# wide_add_sequencer

**wide_add_sequencer: metal layers overlaid**

Scale: 3 px per um. Only two layers are drawn.
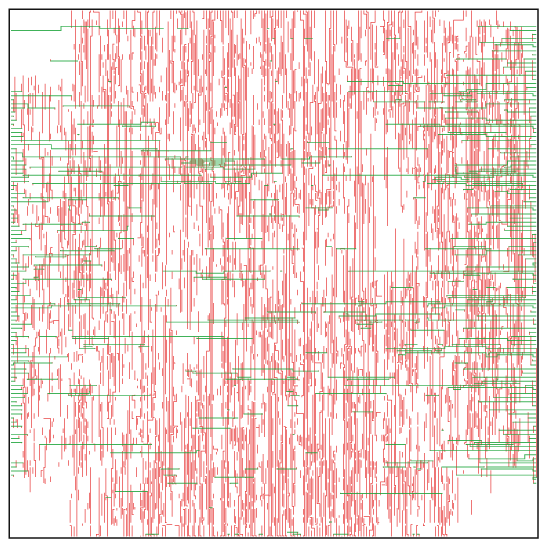

### src/rtl/wide_add_sequencer.sv
// wide_add_sequencer: multi-word add/subtract that reuses one WIDTH-bit carry-lookahead adder,
// processing the least-significant word first with a registered inter-word carry.
module carry_lookahead_adder #(
   parameter int WIDTH = 32
) (
   input  logic [WIDTH-1:0] a,
   input  logic [WIDTH-1:0] b,
   input  logic             c_in,
   output logic [WIDTH-1:0] sum,
   output logic             c_out
);
   logic [WIDTH-1:0] g, p;
   logic             cy;
   assign g = a & b;
   assign p = a ^ b;
   always_comb begin
      sum = '0;
      cy = c_in;
      for (int i = 0; i < WIDTH; i++) begin
         sum[i] = p[i] ^ cy;
         cy = g[i] | (p[i] & cy);
      end
      c_out = cy;
   end
endmodule

module wide_add_sequencer #(
   parameter int WIDTH = 32,
   parameter int WORDS = 4
) (
   input  logic                   clk,
   input  logic                   rst,
   input  logic                   in_valid,
   output logic                   in_ready,
   input  logic [WORDS*WIDTH-1:0] a,
   input  logic [WORDS*WIDTH-1:0] b,
   input  logic                   sub,
   output logic                   out_valid,
   input  logic                   out_ready,
   output logic [WORDS*WIDTH-1:0] result,
   output logic                   c_out,
   output logic                   overflow,
   output logic                   busy
);
   localparam int IW = (WORDS > 1) ? $clog2(WORDS) : 1;
   localparam logic [IW-1:0] LAST = IW'(WORDS - 1);
   typedef enum logic [1:0] {IDLE, RUN, DONE} state_t;
   state_t                 state;
   logic [WORDS*WIDTH-1:0] a_q, b_q;
   logic                   carry;
   logic [IW-1:0]          idx;
   logic [WIDTH-1:0]       a_w, b_w, s_w;
   logic                   c_w;
   assign a_w = a_q[int'(idx)*WIDTH +: WIDTH];
   assign b_w = b_q[int'(idx)*WIDTH +: WIDTH];
   assign in_ready = (state == IDLE);
   carry_lookahead_adder #(.WIDTH(WIDTH)) u_cla (
      .a(a_w),
      .b(b_w),
      .c_in(carry),
      .sum(s_w),
      .c_out(c_w)
   );
   // b is stored already inverted for subtraction; the +1 enters through the initial carry
   always_ff @(posedge clk) begin
      if (rst) begin
         state <= IDLE;
         out_valid <= 1'b0;
         busy <= 1'b0;
         result <= '0;
         c_out <= 1'b0;
         overflow <= 1'b0;
         idx <= '0;
         carry <= 1'b0;
         a_q <= '0;
         b_q <= '0;
      end else begin
         case (state)
            IDLE: if (in_valid) begin
               a_q <= a;
               b_q <= sub ? ~b : b;
               carry <= sub;
               idx <= '0;
               busy <= 1'b1;
               state <= RUN;
            end
            RUN: begin
               result[int'(idx)*WIDTH +: WIDTH] <= s_w;
               carry <= c_w;
               if (idx == LAST) begin
                  c_out <= c_w;
                  overflow <= (a_w[WIDTH-1] == b_w[WIDTH-1]) && (s_w[WIDTH-1] != a_w[WIDTH-1]);
                  out_valid <= 1'b1;
                  state <= DONE;
               end else begin
                  idx <= idx + 1'b1;
               end
            end
            DONE: if (out_ready) begin
               out_valid <= 1'b0;
               busy <= 1'b0;
               state <= IDLE;
            end
            default: state <= IDLE;
         endcase
      end
   end
endmodule

### config.mk
export PLATFORM = sky130hd
export DESIGN_NAME = wide_add_sequencer
export DESIGN_NICKNAME = d
export VERILOG_FILES = /design/src/rtl/wide_add_sequencer.sv
export SDC_FILE = /design/constraint.sdc
export NUM_CORES = 1
export LEC_CHECK = 0
export ABC_AREA = 1
export ABC_CLOCK_PERIOD_IN_PS = 15660
export CORE_UTILIZATION = 60
export DETAILED_ROUTE_END_ITERATION = 7
export DONT_BUFFER_PORTS = 1
export PLACE_DENSITY = 0.75
export SYNTH_ARGS = -nofsm -noshare
export SYNTH_HDL_FRONTEND = slang
export SYNTH_SLANG_ARGS = --single-unit
### constraint.sdc
create_clock -name clk -period 15.66 [get_ports clk]
set_input_delay 2.349 -clock clk [delete_from_list [all_inputs] [get_ports clk]]
set_output_delay 2.349 -clock clk [all_outputs]
set_load 0.02 [all_outputs]
# seq_detector_1011

**config.mk**
```make
export PLATFORM = sky130hd
export DESIGN_NAME = seq_detector_1011
export DESIGN_NICKNAME = d
export VERILOG_FILES = /design/src/rtl/seq_det_pkg.sv /design/src/rtl/seq_det_sat_counter.sv /design/src/rtl/seq_detector_1011.sv
export SDC_FILE = /design/constraint.sdc
export NUM_CORES = 1
export LEC_CHECK = 0
export CAP_MARGIN = 10
export CORE_AREA = 2 2 39 41
export CTS_BUF_LIST = sky130_fd_sc_hd__clkbuf_4
export DETAILED_ROUTE_END_ITERATION = 16
export DIE_AREA = 0 0 41 43
export GPL_TIMING_DRIVEN = 0
export HOLD_SLACK_MARGIN = 0.02
export MAX_ROUTING_LAYER = met4
export PLACE_DENSITY = 0.87
export SLEW_MARGIN = 30
export SYNTH_ARGS = -nofsm -noshare
export SYNTH_HDL_FRONTEND = slang
export SYNTH_HIERARCHICAL = 1
export SYNTH_SLANG_ARGS = --single-unit
```
**constraint.sdc**
```tcl
create_clock -name Clk -period 5.11 [get_ports Clk]
set_input_delay 0.511 -clock Clk [delete_from_list [all_inputs] [get_ports Clk]]
set_output_delay 0.511 -clock Clk [all_outputs]
set_load 0.005 [all_outputs]
```
**src/rtl/seq_det_pkg.sv**
```systemverilog
// Shared definitions for the 1011 serial pattern detector: state encoding and width.
package seq_det_pkg;

    localparam int SEQ_ST_W = 3;

    // Encodings 5..7 are illegal; the detector recovers from them to S_IDLE.
    typedef enum logic [SEQ_ST_W-1:0] {
        S_IDLE = 3'd0,
        S_1    = 3'd1,
        S_10   = 3'd2,
        S_101  = 3'd3,
        S_1011 = 3'd4
    } seq_state_e;

endpackage : seq_det_pkg

```
**src/rtl/seq_det_sat_counter.sv**
```systemverilog
// Saturating up-counter for match events; holds at all-ones instead of wrapping.
module seq_det_sat_counter
    import seq_det_pkg::*;
#(
    parameter int COUNT_W = 8
) (
    input  logic               Clk,
    input  logic               Rst,
    input  logic               Clr,
    input  logic               Inc,
    output logic [COUNT_W-1:0] Count
);

    localparam logic [COUNT_W-1:0] CNT_ONE = {{(COUNT_W-1){1'b0}}, 1'b1};

    logic [COUNT_W-1:0] r_count;
    logic               w_at_max;

    assign w_at_max = &r_count;

    always_ff @(posedge Clk or posedge Rst) begin
        if (Rst) begin
            r_count <= '0;
        end else if (Clr) begin
            r_count <= '0;
        end else if (Inc && !w_at_max) begin
            r_count <= r_count + CNT_ONE;
        end
    end

    assign Count = r_count;

endmodule : seq_det_sat_counter

```
**src/rtl/seq_detector_1011.sv**
```systemverilog
// Serial 1011 detector (MSB first) with registered one-cycle Detect pulse and saturating match count.
module seq_detector_1011
    import seq_det_pkg::*;
#(
    parameter int OVERLAP = 1,
    parameter int COUNT_W = 8
) (
    input  logic               Clk,
    input  logic               Rst,
    input  logic               Din,
    input  logic               Din_valid,
    input  logic               Clr,
    output logic               Detect,
    output logic [COUNT_W-1:0] Match_count,
    output logic [2:0]         State
);

    // Where a trailing 0 after a full match lands: reuse "10" when overlapping, else start over.
    localparam seq_state_e TAIL0_NEXT = (OVERLAP != 0) ? S_10 : S_IDLE;

    seq_state_e r_state;
    seq_state_e w_state_next;
    logic       r_detect;
    logic       w_detect_next;

    always_ff @(posedge Clk or posedge Rst) begin
        if (Rst) begin
            r_state  <= S_IDLE;
            r_detect <= 1'b0;
        end else begin
            r_state  <= w_state_next;
            r_detect <= w_detect_next;
        end
    end

    always_comb begin
        w_state_next  = r_state;
        w_detect_next = 1'b0;
        if (Clr) begin
            w_state_next = S_IDLE;
        end else begin
            case (r_state)
                S_IDLE: if (Din_valid) w_state_next = Din ? S_1    : S_IDLE;
                S_1:    if (Din_valid) w_state_next = Din ? S_1    : S_10;
                S_10:   if (Din_valid) w_state_next = Din ? S_101  : S_IDLE;
                S_101:  if (Din_valid) w_state_next = Din ? S_1011 : S_10;
                S_1011: if (Din_valid) w_state_next = Din ? S_1    : TAIL0_NEXT;
                default: w_state_next = S_IDLE;
            endcase
            // Pulse only on an accepted bit entering S_1011, never while sitting in it.
            w_detect_next = Din_valid && (w_state_next == S_1011);
        end
    end

    seq_det_sat_counter #(
        .COUNT_W (COUNT_W)
    ) u_match_cnt (
        .Clk   (Clk),
        .Rst   (Rst),
        .Clr   (Clr),
        .Inc   (w_detect_next),
        .Count (Match_count)
    );

    assign Detect = r_detect;
    assign State  = r_state;

endmodule : seq_detector_1011

```
# slave_accum_flat

$ cat src/rtl/slave_accum_if.sv
// Job/stream bundle between the sequencing controller and a slave_accum worker.
// The master modport belongs to the controller/stream source. The slave modport belongs to the worker.
interface slave_accum_if #(
  parameter int unsigned DATA_W = 8,
  parameter int unsigned LEN_W  = 8,
  parameter int unsigned ACC_W  = 16
);
  logic              trigger;
  logic [LEN_W-1:0]  len;
  logic [DATA_W-1:0] in_data;
  logic              in_valid;
  logic              in_ready;
  logic              done;
  logic              busy;
  logic [ACC_W-1:0]  sum;
  logic              overflow;

  modport master (
    output trigger, len, in_data, in_valid,
    input  in_ready, done, busy, sum, overflow
  );

  modport slave (
    input  trigger, len, in_data, in_valid,
    output in_ready, done, busy, sum, overflow
  );
endinterface

$ cat src/rtl/slave_accum.sv
// Triggered worker: it accepts len beats from a valid/ready stream and sums them into a wide accumulator.
// It then pulses done once and holds the result until the next job.
module slave_accum #(
  parameter int unsigned DATA_W = 8,
  parameter int unsigned LEN_W  = 8,
  parameter int unsigned ACC_W  = 16
) (
  input logic          clk,
  input logic          rst_n,
  slave_accum_if.slave bus
);
  localparam int unsigned SUM_W = ACC_W + 1;

  typedef enum logic [1:0] {
    IDLE  = 2'd0,
    RUN   = 2'd1,
    DONE  = 2'd2,
    REARM = 2'd3
  } state_t;

  state_t            state, state_next;
  logic [LEN_W-1:0]  count, count_next;
  logic [ACC_W-1:0]  acc, acc_next;
  logic              ovf, ovf_next;
  logic              in_ready_q, done_q, busy_q;
  logic [DATA_W-1:0] data_c;
  logic [SUM_W-1:0]  add_c;
  logic              beat_c;

  // in_ready_q is high exactly while in RUN, so it qualifies beats directly
  assign data_c = bus.in_data;
  assign beat_c = in_ready_q && bus.in_valid;
  assign add_c  = {1'b0, acc} + SUM_W'(data_c);

  always_comb begin
    state_next = state;
    count_next = count;
    acc_next   = acc;
    ovf_next   = ovf;
    unique case (state)
      IDLE: begin
        if (bus.trigger) begin
          count_next = bus.len;
          acc_next   = '0;
          ovf_next   = 1'b0;
          state_next = (bus.len != '0) ? RUN : DONE;
        end
      end
      RUN: begin
        if (beat_c) begin
          acc_next   = add_c[ACC_W-1:0];
          count_next = count - LEN_W'(1);
          if (add_c[ACC_W]) ovf_next = 1'b1;
          if (count == LEN_W'(1)) state_next = DONE;
        end
        // Abort wins over completion; a beat in the abort cycle still counts
        if (!bus.trigger) state_next = IDLE;
      end
      DONE:  state_next = REARM;
      REARM: if (!bus.trigger) state_next = IDLE;
      default: state_next = IDLE;
    endcase
  end

  // Outputs are flops loaded with the decode of the next state
  always_ff @(posedge clk or negedge rst_n) begin
    if (!rst_n) begin
      state      <= IDLE;
      count      <= '0;
      acc        <= '0;
      ovf        <= 1'b0;
      in_ready_q <= 1'b0;
      done_q     <= 1'b0;
      busy_q     <= 1'b0;
    end else begin
      state      <= state_next;
      count      <= count_next;
      acc        <= acc_next;
      ovf        <= ovf_next;
      in_ready_q <= (state_next == RUN);
      done_q     <= (state_next == DONE);
      busy_q     <= (state_next == RUN) || (state_next == DONE);
    end
  end

  assign bus.in_ready = in_ready_q;
  assign bus.done     = done_q;
  assign bus.busy     = busy_q;
  assign bus.sum      = acc;
  assign bus.overflow = ovf;
endmodule

$ cat src/flat_wrapper.sv
// flat-port wrapper written by rule: the top's interface ports become plain ports
module slave_accum_flat 
#(
  parameter int unsigned DATA_W = 8,
  parameter int unsigned LEN_W  = 8,
  parameter int unsigned ACC_W  = 16
)
  (clk, rst_n, bus_trigger, bus_len, bus_in_data, bus_in_valid, bus_in_ready, bus_done, bus_busy, bus_sum, bus_overflow);
  slave_accum_if #(.DATA_W(DATA_W), .LEN_W(LEN_W), .ACC_W(ACC_W)) bus_i ();
  input logic clk;
  input logic rst_n;
  input wire logic [$bits(bus_i.trigger)-1:0] bus_trigger;
  input wire logic [$bits(bus_i.len)-1:0] bus_len;
  input wire logic [$bits(bus_i.in_data)-1:0] bus_in_data;
  input wire logic [$bits(bus_i.in_valid)-1:0] bus_in_valid;
  output wire logic [$bits(bus_i.in_ready)-1:0] bus_in_ready;
  output wire logic [$bits(bus_i.done)-1:0] bus_done;
  output wire logic [$bits(bus_i.busy)-1:0] bus_busy;
  output wire logic [$bits(bus_i.sum)-1:0] bus_sum;
  output wire logic [$bits(bus_i.overflow)-1:0] bus_overflow;
  assign bus_i.trigger = bus_trigger;
  assign bus_i.len = bus_len;
  assign bus_i.in_data = bus_in_data;
  assign bus_i.in_valid = bus_in_valid;
  assign bus_in_ready = bus_i.in_ready;
  assign bus_done = bus_i.done;
  assign bus_busy = bus_i.busy;
  assign bus_sum = bus_i.sum;
  assign bus_overflow = bus_i.overflow;
  slave_accum #(.DATA_W(DATA_W), .LEN_W(LEN_W), .ACC_W(ACC_W)) u_core (.clk(clk), .rst_n(rst_n), .bus(bus_i));
endmodule
$ cat config.mk
export PLATFORM = sky130hd
export DESIGN_NAME = slave_accum_flat
export DESIGN_NICKNAME = d
export VERILOG_FILES = /design/src/rtl/slave_accum_if.sv /design/src/rtl/slave_accum.sv /design/src/flat_wrapper.sv
export SDC_FILE = /design/constraint.sdc
export NUM_CORES = 1
export LEC_CHECK = 0
export ABC_AREA = 1
export CELL_PAD_IN_SITES_DETAIL_PLACEMENT = 1
export CELL_PAD_IN_SITES_GLOBAL_PLACEMENT = 1
export CORE_MARGIN = 4
export CORE_UTILIZATION = 28
export CTS_BUF_LIST = sky130_fd_sc_hd__clkbuf_4 sky130_fd_sc_hd__clkbuf_8 sky130_fd_sc_hd__clkbuf_16
export DETAILED_ROUTE_END_ITERATION = 8
export PLACE_DENSITY_LB_ADDON = 0.1
export SLEW_MARGIN = 25
export SYNTH_ARGS = -nofsm -noshare
export SYNTH_HDL_FRONTEND = slang
export SYNTH_SLANG_ARGS = --single-unit
export TNS_END_PERCENT = 100
$ cat constraint.sdc
create_clock -name clk -period 2.2 [get_ports clk]
set_input_delay 0.44 -clock clk [delete_from_list [all_inputs] [get_ports clk]]
set_output_delay 0.44 -clock clk [all_outputs]
set_load 0.1 [all_outputs]

==> notes/layouts.md <==
Pictures saved along the way, in no particular order.

Placed standard cells.
panel A
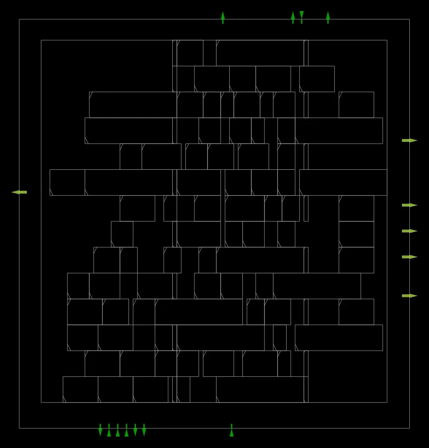
panel B
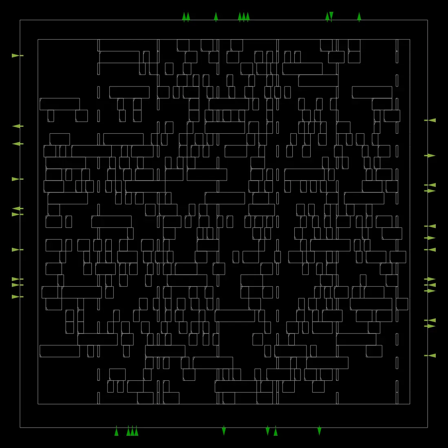
panel C
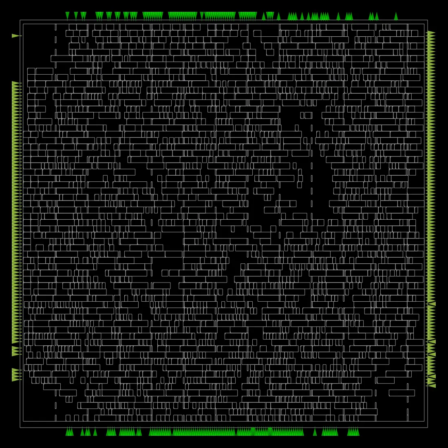
panel A -> seq_detector_1011
panel C -> wide_add_sequencer
panel B -> slave_accum_flat
Of these, fewest sequential cells: panel A

**slave_accum_flat: pin map**

Scale: 4 px per um. Pins as bars across the die edge, other pins in grey.
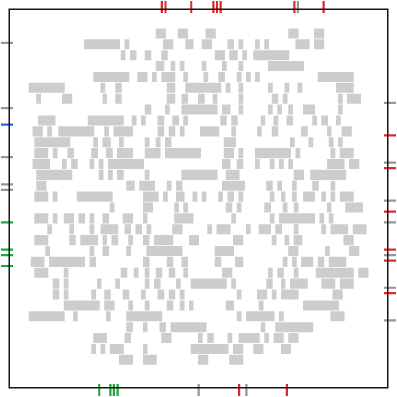
bus_len: shown in green, pins 8, direction input, edge 4 left, 4 bottom. bus_sum: shown in red, pins 16, direction output, edge 8 top, 6 right, 2 bottom. bus_done: shown in blue, pins 1, direction output, edge left.

==> flow_summary.toml, slave_accum_flat <==
# yosys + openroad results
[run_status]
status = "complete, no violations"

[drt]
drtIter0Drc = 29
drc = 0
routed_via_density = 4.51

[synth]
yosys_cells = 296
ys_seq_share_pct = 36.0
synth_cells = 296
synthFlopType = "dfrtp_1"
syn_area_per_cell_um2 = 7.04

[placement]
hpwl_um = 4620
dp_slack_ns = -0.210
io_buffers = 39

[power]
p_total_mw = 3.44
comb_power_mw = 2.15
p_sw_mw = 1.86
power_density_nw_per_um2 = 1270
power_leader = "combinational cells"

[floorplanning]
chipArea_um2 = 8880
die_w_um = 94.3

[final_layout]
instances_no_fill = 449
area_growth_pct = 30.4

[global_route]
grt_most_used_layer = "met2"
grt_pass1_wl_um = 10400
first_global_vias = 2178

[setup_path]
crit_path_frequent_cell = "nand2_2"
path_cells = "clkdlybuf4s50_1 > ha_2 > inv_1 > fa_1 > inv_2 > nand2_2 > nand2_2 > nand3_2 > nand2_2 > nand2_1 > nand2_2 > nand3_1 > nand2_1 > nor2_1"
ff2ff_setup_slack_ns = 0.40
crit_cells = 14
crit_end = "u_core.bus.sum[14]"

[hold_path]
hp-class = "flop to flop"
hold_depth = 2

[sta]
setup_viol = 0
slew-limit-headroom_pct = 71.1
slew_violations = 0
timing.hold.ws_ns = 0.505

[clock_network]
tritoncts = "done"
[slave_accum_flat: layout make-up]
class | instances | area, um2
Timing Repair Buffer | 52 | 438
Inverter | 46 | 173
Clock buffer | 5 | 68.8
Fill cell | 941 | 4540
Sequential cell | 30 | 754
Clock inverter | 2 | 10.0
Tap cell | 99 | 124
Multi-Input combinational cell | 215 | 1150
[slave_accum_flat: cells by family (layout without fill, tap and decap cells)]
logic type,after synthesis,after routing,share of synthesized area [%]
xor gates and xnor gates,5,5,2.10
buffers and inverters,51,105,9.91
DFF,30,30,36.0
and+or+nand+nor,155,155,32.6
adders and majority gates,13,13,8.17
AOI/OAI and AO/OA,42,42,11.2
[slave_accum_flat: registers in the layout, summed over array words and instances (netlist names)]
| signal | flops |
|---|---|
| u_core.bus.busy | 1 |
| u_core.bus.done | 1 |
| u_core.bus.in_ready | 1 |
| u_core.bus.overflow | 1 |
| u_core.bus.sum | 16 |
| u_core.count | 8 |
| u_core.state | 2 |
[slave_accum_flat: what timing repair did]
item                       4_1_cts  5_1_grt
setup endpoints to repair        0        5
resized                          0        8
hold buffers                     0        0
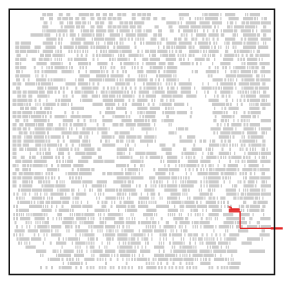
**Above:** wide_add_sequencer (nets reached from selected ports).
Scale: 1.5 px per um.
busy: shown in red, bits 1, direction output, edge right, end cells 1, buffers 0, wire 42.0 um.

**wide_add_sequencer: pin map**

Scale: 3 px per um. Pins as bars across the die edge, other pins in grey.
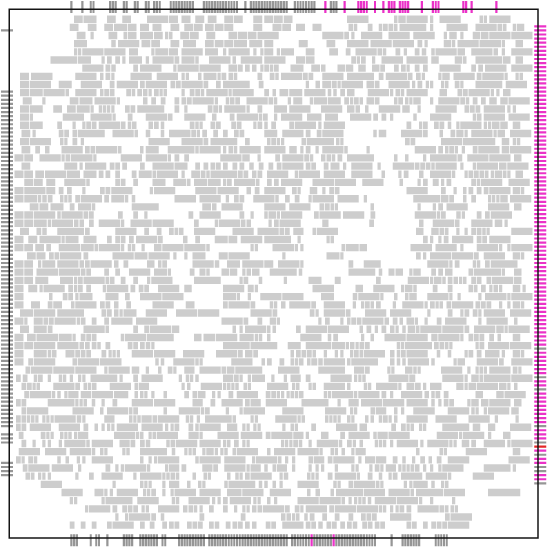
result: shown in magenta, pins 128, direction output, edge 103 right, 23 top, 2 bottom. busy: shown in red, pins 1, direction output, edge right.
All pins by edge: 113 right, 103 bottom, 91 left, 87 top.

Notes on 'metal layers overlaid' of wide_add_sequencer above:
metal 2: shown in red, wire length 24.9 mm. metal 3: shown in green, wire length 4750 um.
gr usage total: 32.7%
Post-Route WL: 52200 um
via count: 14988
per-cell routed wire length: 20.5 um

==> flow_summary.toml, wide_add_sequencer <==
# yosys + openroad results
[global_route]
antenna_found_initial = 4
grt_max_degree = 198
grt_overflow = 0
grt_most_used_layer = "met2"

[final_layout]
final_common_cell = "nor2_1"
nMultiInputCombCells = 1573
clk_share_pct = 6.95
antenna_cells = 4
ff_latch_area_um2 = 7870
comb_area_share_pct = 46.8

[sta]
setup_slack_ns = 0.958
timing.hold.ws_ns = 0.450
slew-limit-headroom_pct = 18.2
hold_violations = 0
fin_tns_setup_ns = 0

[power]
p_seq_mw = 1.12
pwr-share-seq_pct = 43.6
comb_power_uw = 479
p_sw_uw = 781
internal_power_mw = 1.79

[drt]
drt-pass1-iter-count = 6
wl_met3_um = 4750
top_layer = "met4"
drc = 0

[run]
cap_viol_max_count = 0

[synth]
ys_chip_area_um2 = 18100
ys_seq_share_pct = 43.4
synth_cells = 2258
netlist-cell-type-count = 34

[run_status]
status = "complete, no violations"

[placement]
dp_slack_ns = 1.04
dpl-instance-area_um2 = 17800

[clock_network]
clock_sinks = 393
clkLatencyLatePin_ns = 0.54

[hold_path]
min_to = "b_q[20]"
hold_path.startpoint = "b_q[20]"

[setup_path]
crit_path_frequent_cell = "fa_1"
crit_slowest_cell = "dfxtp_4"
start_kind = "flop"
path_class = "flop to flop"
ff2ff_setup_slack_ns = 0.96
critPathMaxStageDelay_ns = 0.58

[floorplanning]
ios = 394
tapCellCount = 390
core_area_um2 = 29600
rows = 63
[wide_add_sequencer: cell families after synthesis]
group | after synthesis | share of synthesized area (%)
AND/OR/NAND/NOR | 742 | 16.4
AND-OR/OR-AND | 664 | 22.7
flip-flops | 393 | 43.4
buffers and inverters | 292 | 7.35
XOR/XNOR | 128 | 6.19
adder cells (fa/ha/maj) | 39 | 4.02
[wide_add_sequencer: cell usage after synthesis, drive strengths merged]
cell    number  area share, %
or2          1          0.035
nand2      208            4.4
a32o        30            1.7
dfxtp      393             43
xnor2       68            3.3
a22oi       62            2.6
clkbuf      92            1.9
o21ai      276            7.6
nor3b        1          0.069
a21oi      225            6.2
nor2       452            9.4
ha           7           0.48
inv         93            1.9
fa          32            3.5
nand3b      14           0.58
o22ai        3           0.10
a211oi      68            4.5
nor3        29           0.83
nand3       37            1.0
buf        107            3.5
xor2        60            2.9
[wide_add_sequencer: worst max-delay path by stage]
stage,end,slack [ns],cells after the start
after floorplan,result[63],1.88,43
after global placement,result[63],1.26,41
after detailed placement,result[63],1.04,41
after CTS,result[63],1.03,41
after global routing,result[63],0.51,41
final,result[63],0.96,41
**seq_detector_1011: pin map**

Scale: 12 px per um. Pins as bars across the die edge, other pins in grey.
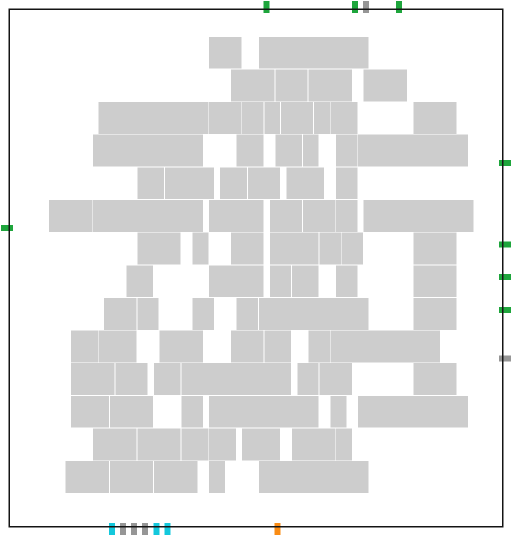
Rst: shown in orange, pins 1, direction input, edge bottom. State: shown in cyan, pins 3, direction output, edge bottom. Match_count: shown in green, pins 8, direction output, edge 4 right, 3 top, 1 left.
All pins by edge: 7 bottom, 5 right, 4 top, 1 left.
die width: 41 um
die extent in y: 43 um
IO Port Bufs: 16

==> flow_summary.toml, seq_detector_1011 <==
# yosys + openroad results
[sta]
setup_viol = 0
slew_violations = 0
period_minus_slack_ns = 2.27
slew-limit-headroom_pct = 74.2

[drt]
drt-pass1-iter-count = 5
wire_per_inst_um = 13.6
finalWirelength_um = 1360
routed_via_density = 5.92

[final_layout]
logic_area_um2 = 329
largestClassByArea = "multi-input combinational cells"
layout_top_cells = "clkdlybuf4s50_1, dfrtp_1, a21oi_1"
drive_gt1_share_pct = 8.33
n_clock_buffer = 3
final_common_cell = "clkdlybuf4s50_1"
final_cell_area_um2 = 855
antenna_cells = 0

[clock_network]
h-tree-depth = 1
clock_sinks = 12
cts_buffers = 3
clkLatencyLatePin_ns = 0.27

[floorplanning]
core_area_um2 = 1380

[synth]
ys_chip_area_um2 = 652
syn_area_per_cell_um2 = 10.0
netlist-cell-type-count = 32
yosysTopAreaCell = "dfrtp_1"

[setup_path]
critPathMaxStageDelay_ns = 0.57
crit_end = "u_match_cnt/Count[7]"
crit_cells = 6
cp-end-kind = "flop"
cp_data_required_time_ns = 5.31
worstPathArrival_ns = 2.47
critPathTopFamily = "simple AND/OR/NAND/NOR gates"

[global_route]
grt_usage_pct = 18.8
grt_overflow = 0

[power]
pwr-share-comb_pct = 8.0
pwr-share-seq_pct = 58.3

[run_status]
status = "complete, no violations"

[placement]
dp_slack_ns = 2.60
==> seq_detector_1011: through the flow <==
step / power [mW] / util (%)
6_report: 0.167 / 61.8
5_1_grt: 0.175 / 61.8
3_3_place_gp: 0.112 / 60.1
2_1_floorplan: 0.105 / -
4_1_cts: 0.169 / 61.8
3_5_place_dp: 0.113 / 60.1
==> seq_detector_1011: cell families after synthesis <==
family	Yosys count	synth area share (%)
compound gates	18	17.3
simple gates	27	28.0
buf+inv	5	3.45
fa+ha+maj	1	1.92
mux	2	3.26
flops	12	46.1
==> seq_detector_1011: power groups by stage <==
stage | sequential (mW) | clock (mW) | combinational, mW
2_1_floorplan | 0.0989 | 0 | 0.00592
4_1_cts | 0.0974 | 0.0578 | 0.0136
3_3_place_gp | 0.0991 | 0 | 0.0132
6_report | 0.0974 | 0.0562 | 0.0134
5_1_grt | 0.0976 | 0.0622 | 0.0150
3_5_place_dp | 0.0992 | 0 | 0.0136
==> seq_detector_1011: per-layer routing <==
layer	vias up	track usage [%]	part of all wire, %
li1	293	-	-
met3	4	4.71	4.4
met2	16	25.9	47
met5	-	-	0
met4	0	10.0	1.8
met1	279	24.4	47


==> screenshots <==
Drive-strength map.
(a)
Scale: 12 px per um.
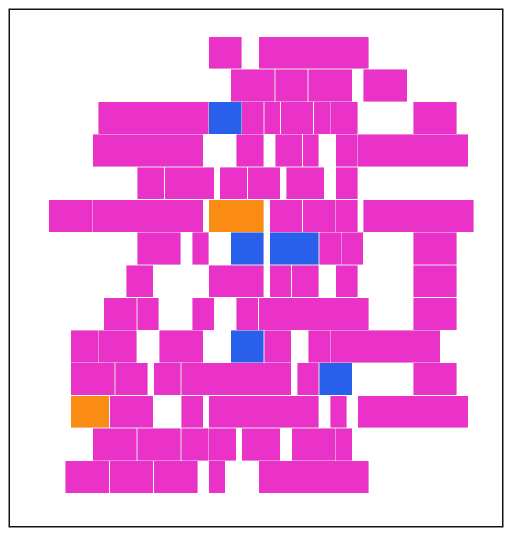
(b)
Scale: 3 px per um.
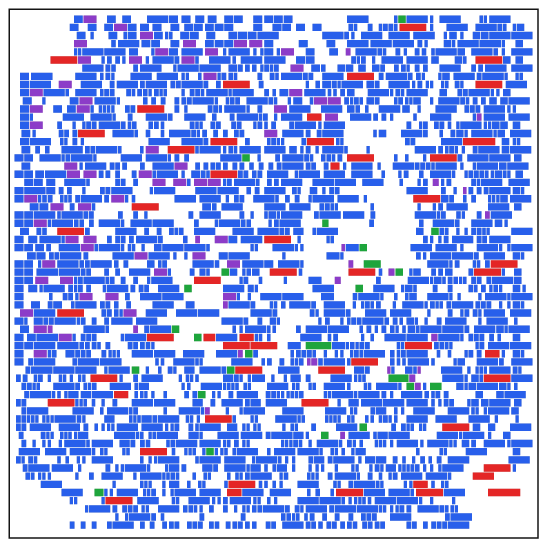
(c)
Scale: 4 px per um.
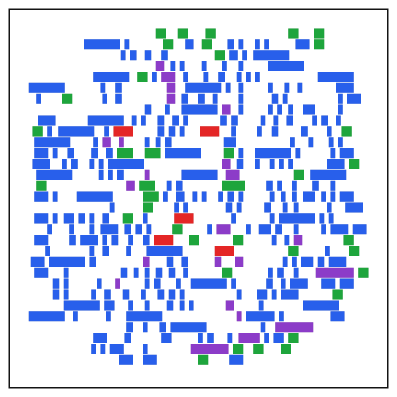
(c) -> slave_accum_flat
(a) -> seq_detector_1011
(b) -> wide_add_sequencer

Key to (b):
_3 and _4 cells: shown in green, cells 24, share 1.1%, most used buf_4. _0 and _1 cells: shown in blue, cells 1986, share 92%, most used nor2_1. _2 cells: shown in purple, cells 84, share 3.9%, most used a211oi_2. _6 and larger: shown in red, cells 54, share 2.5%, most used clkbuf_16.

Power figures rest on the tool's default switching activity, not on a simulated workload.
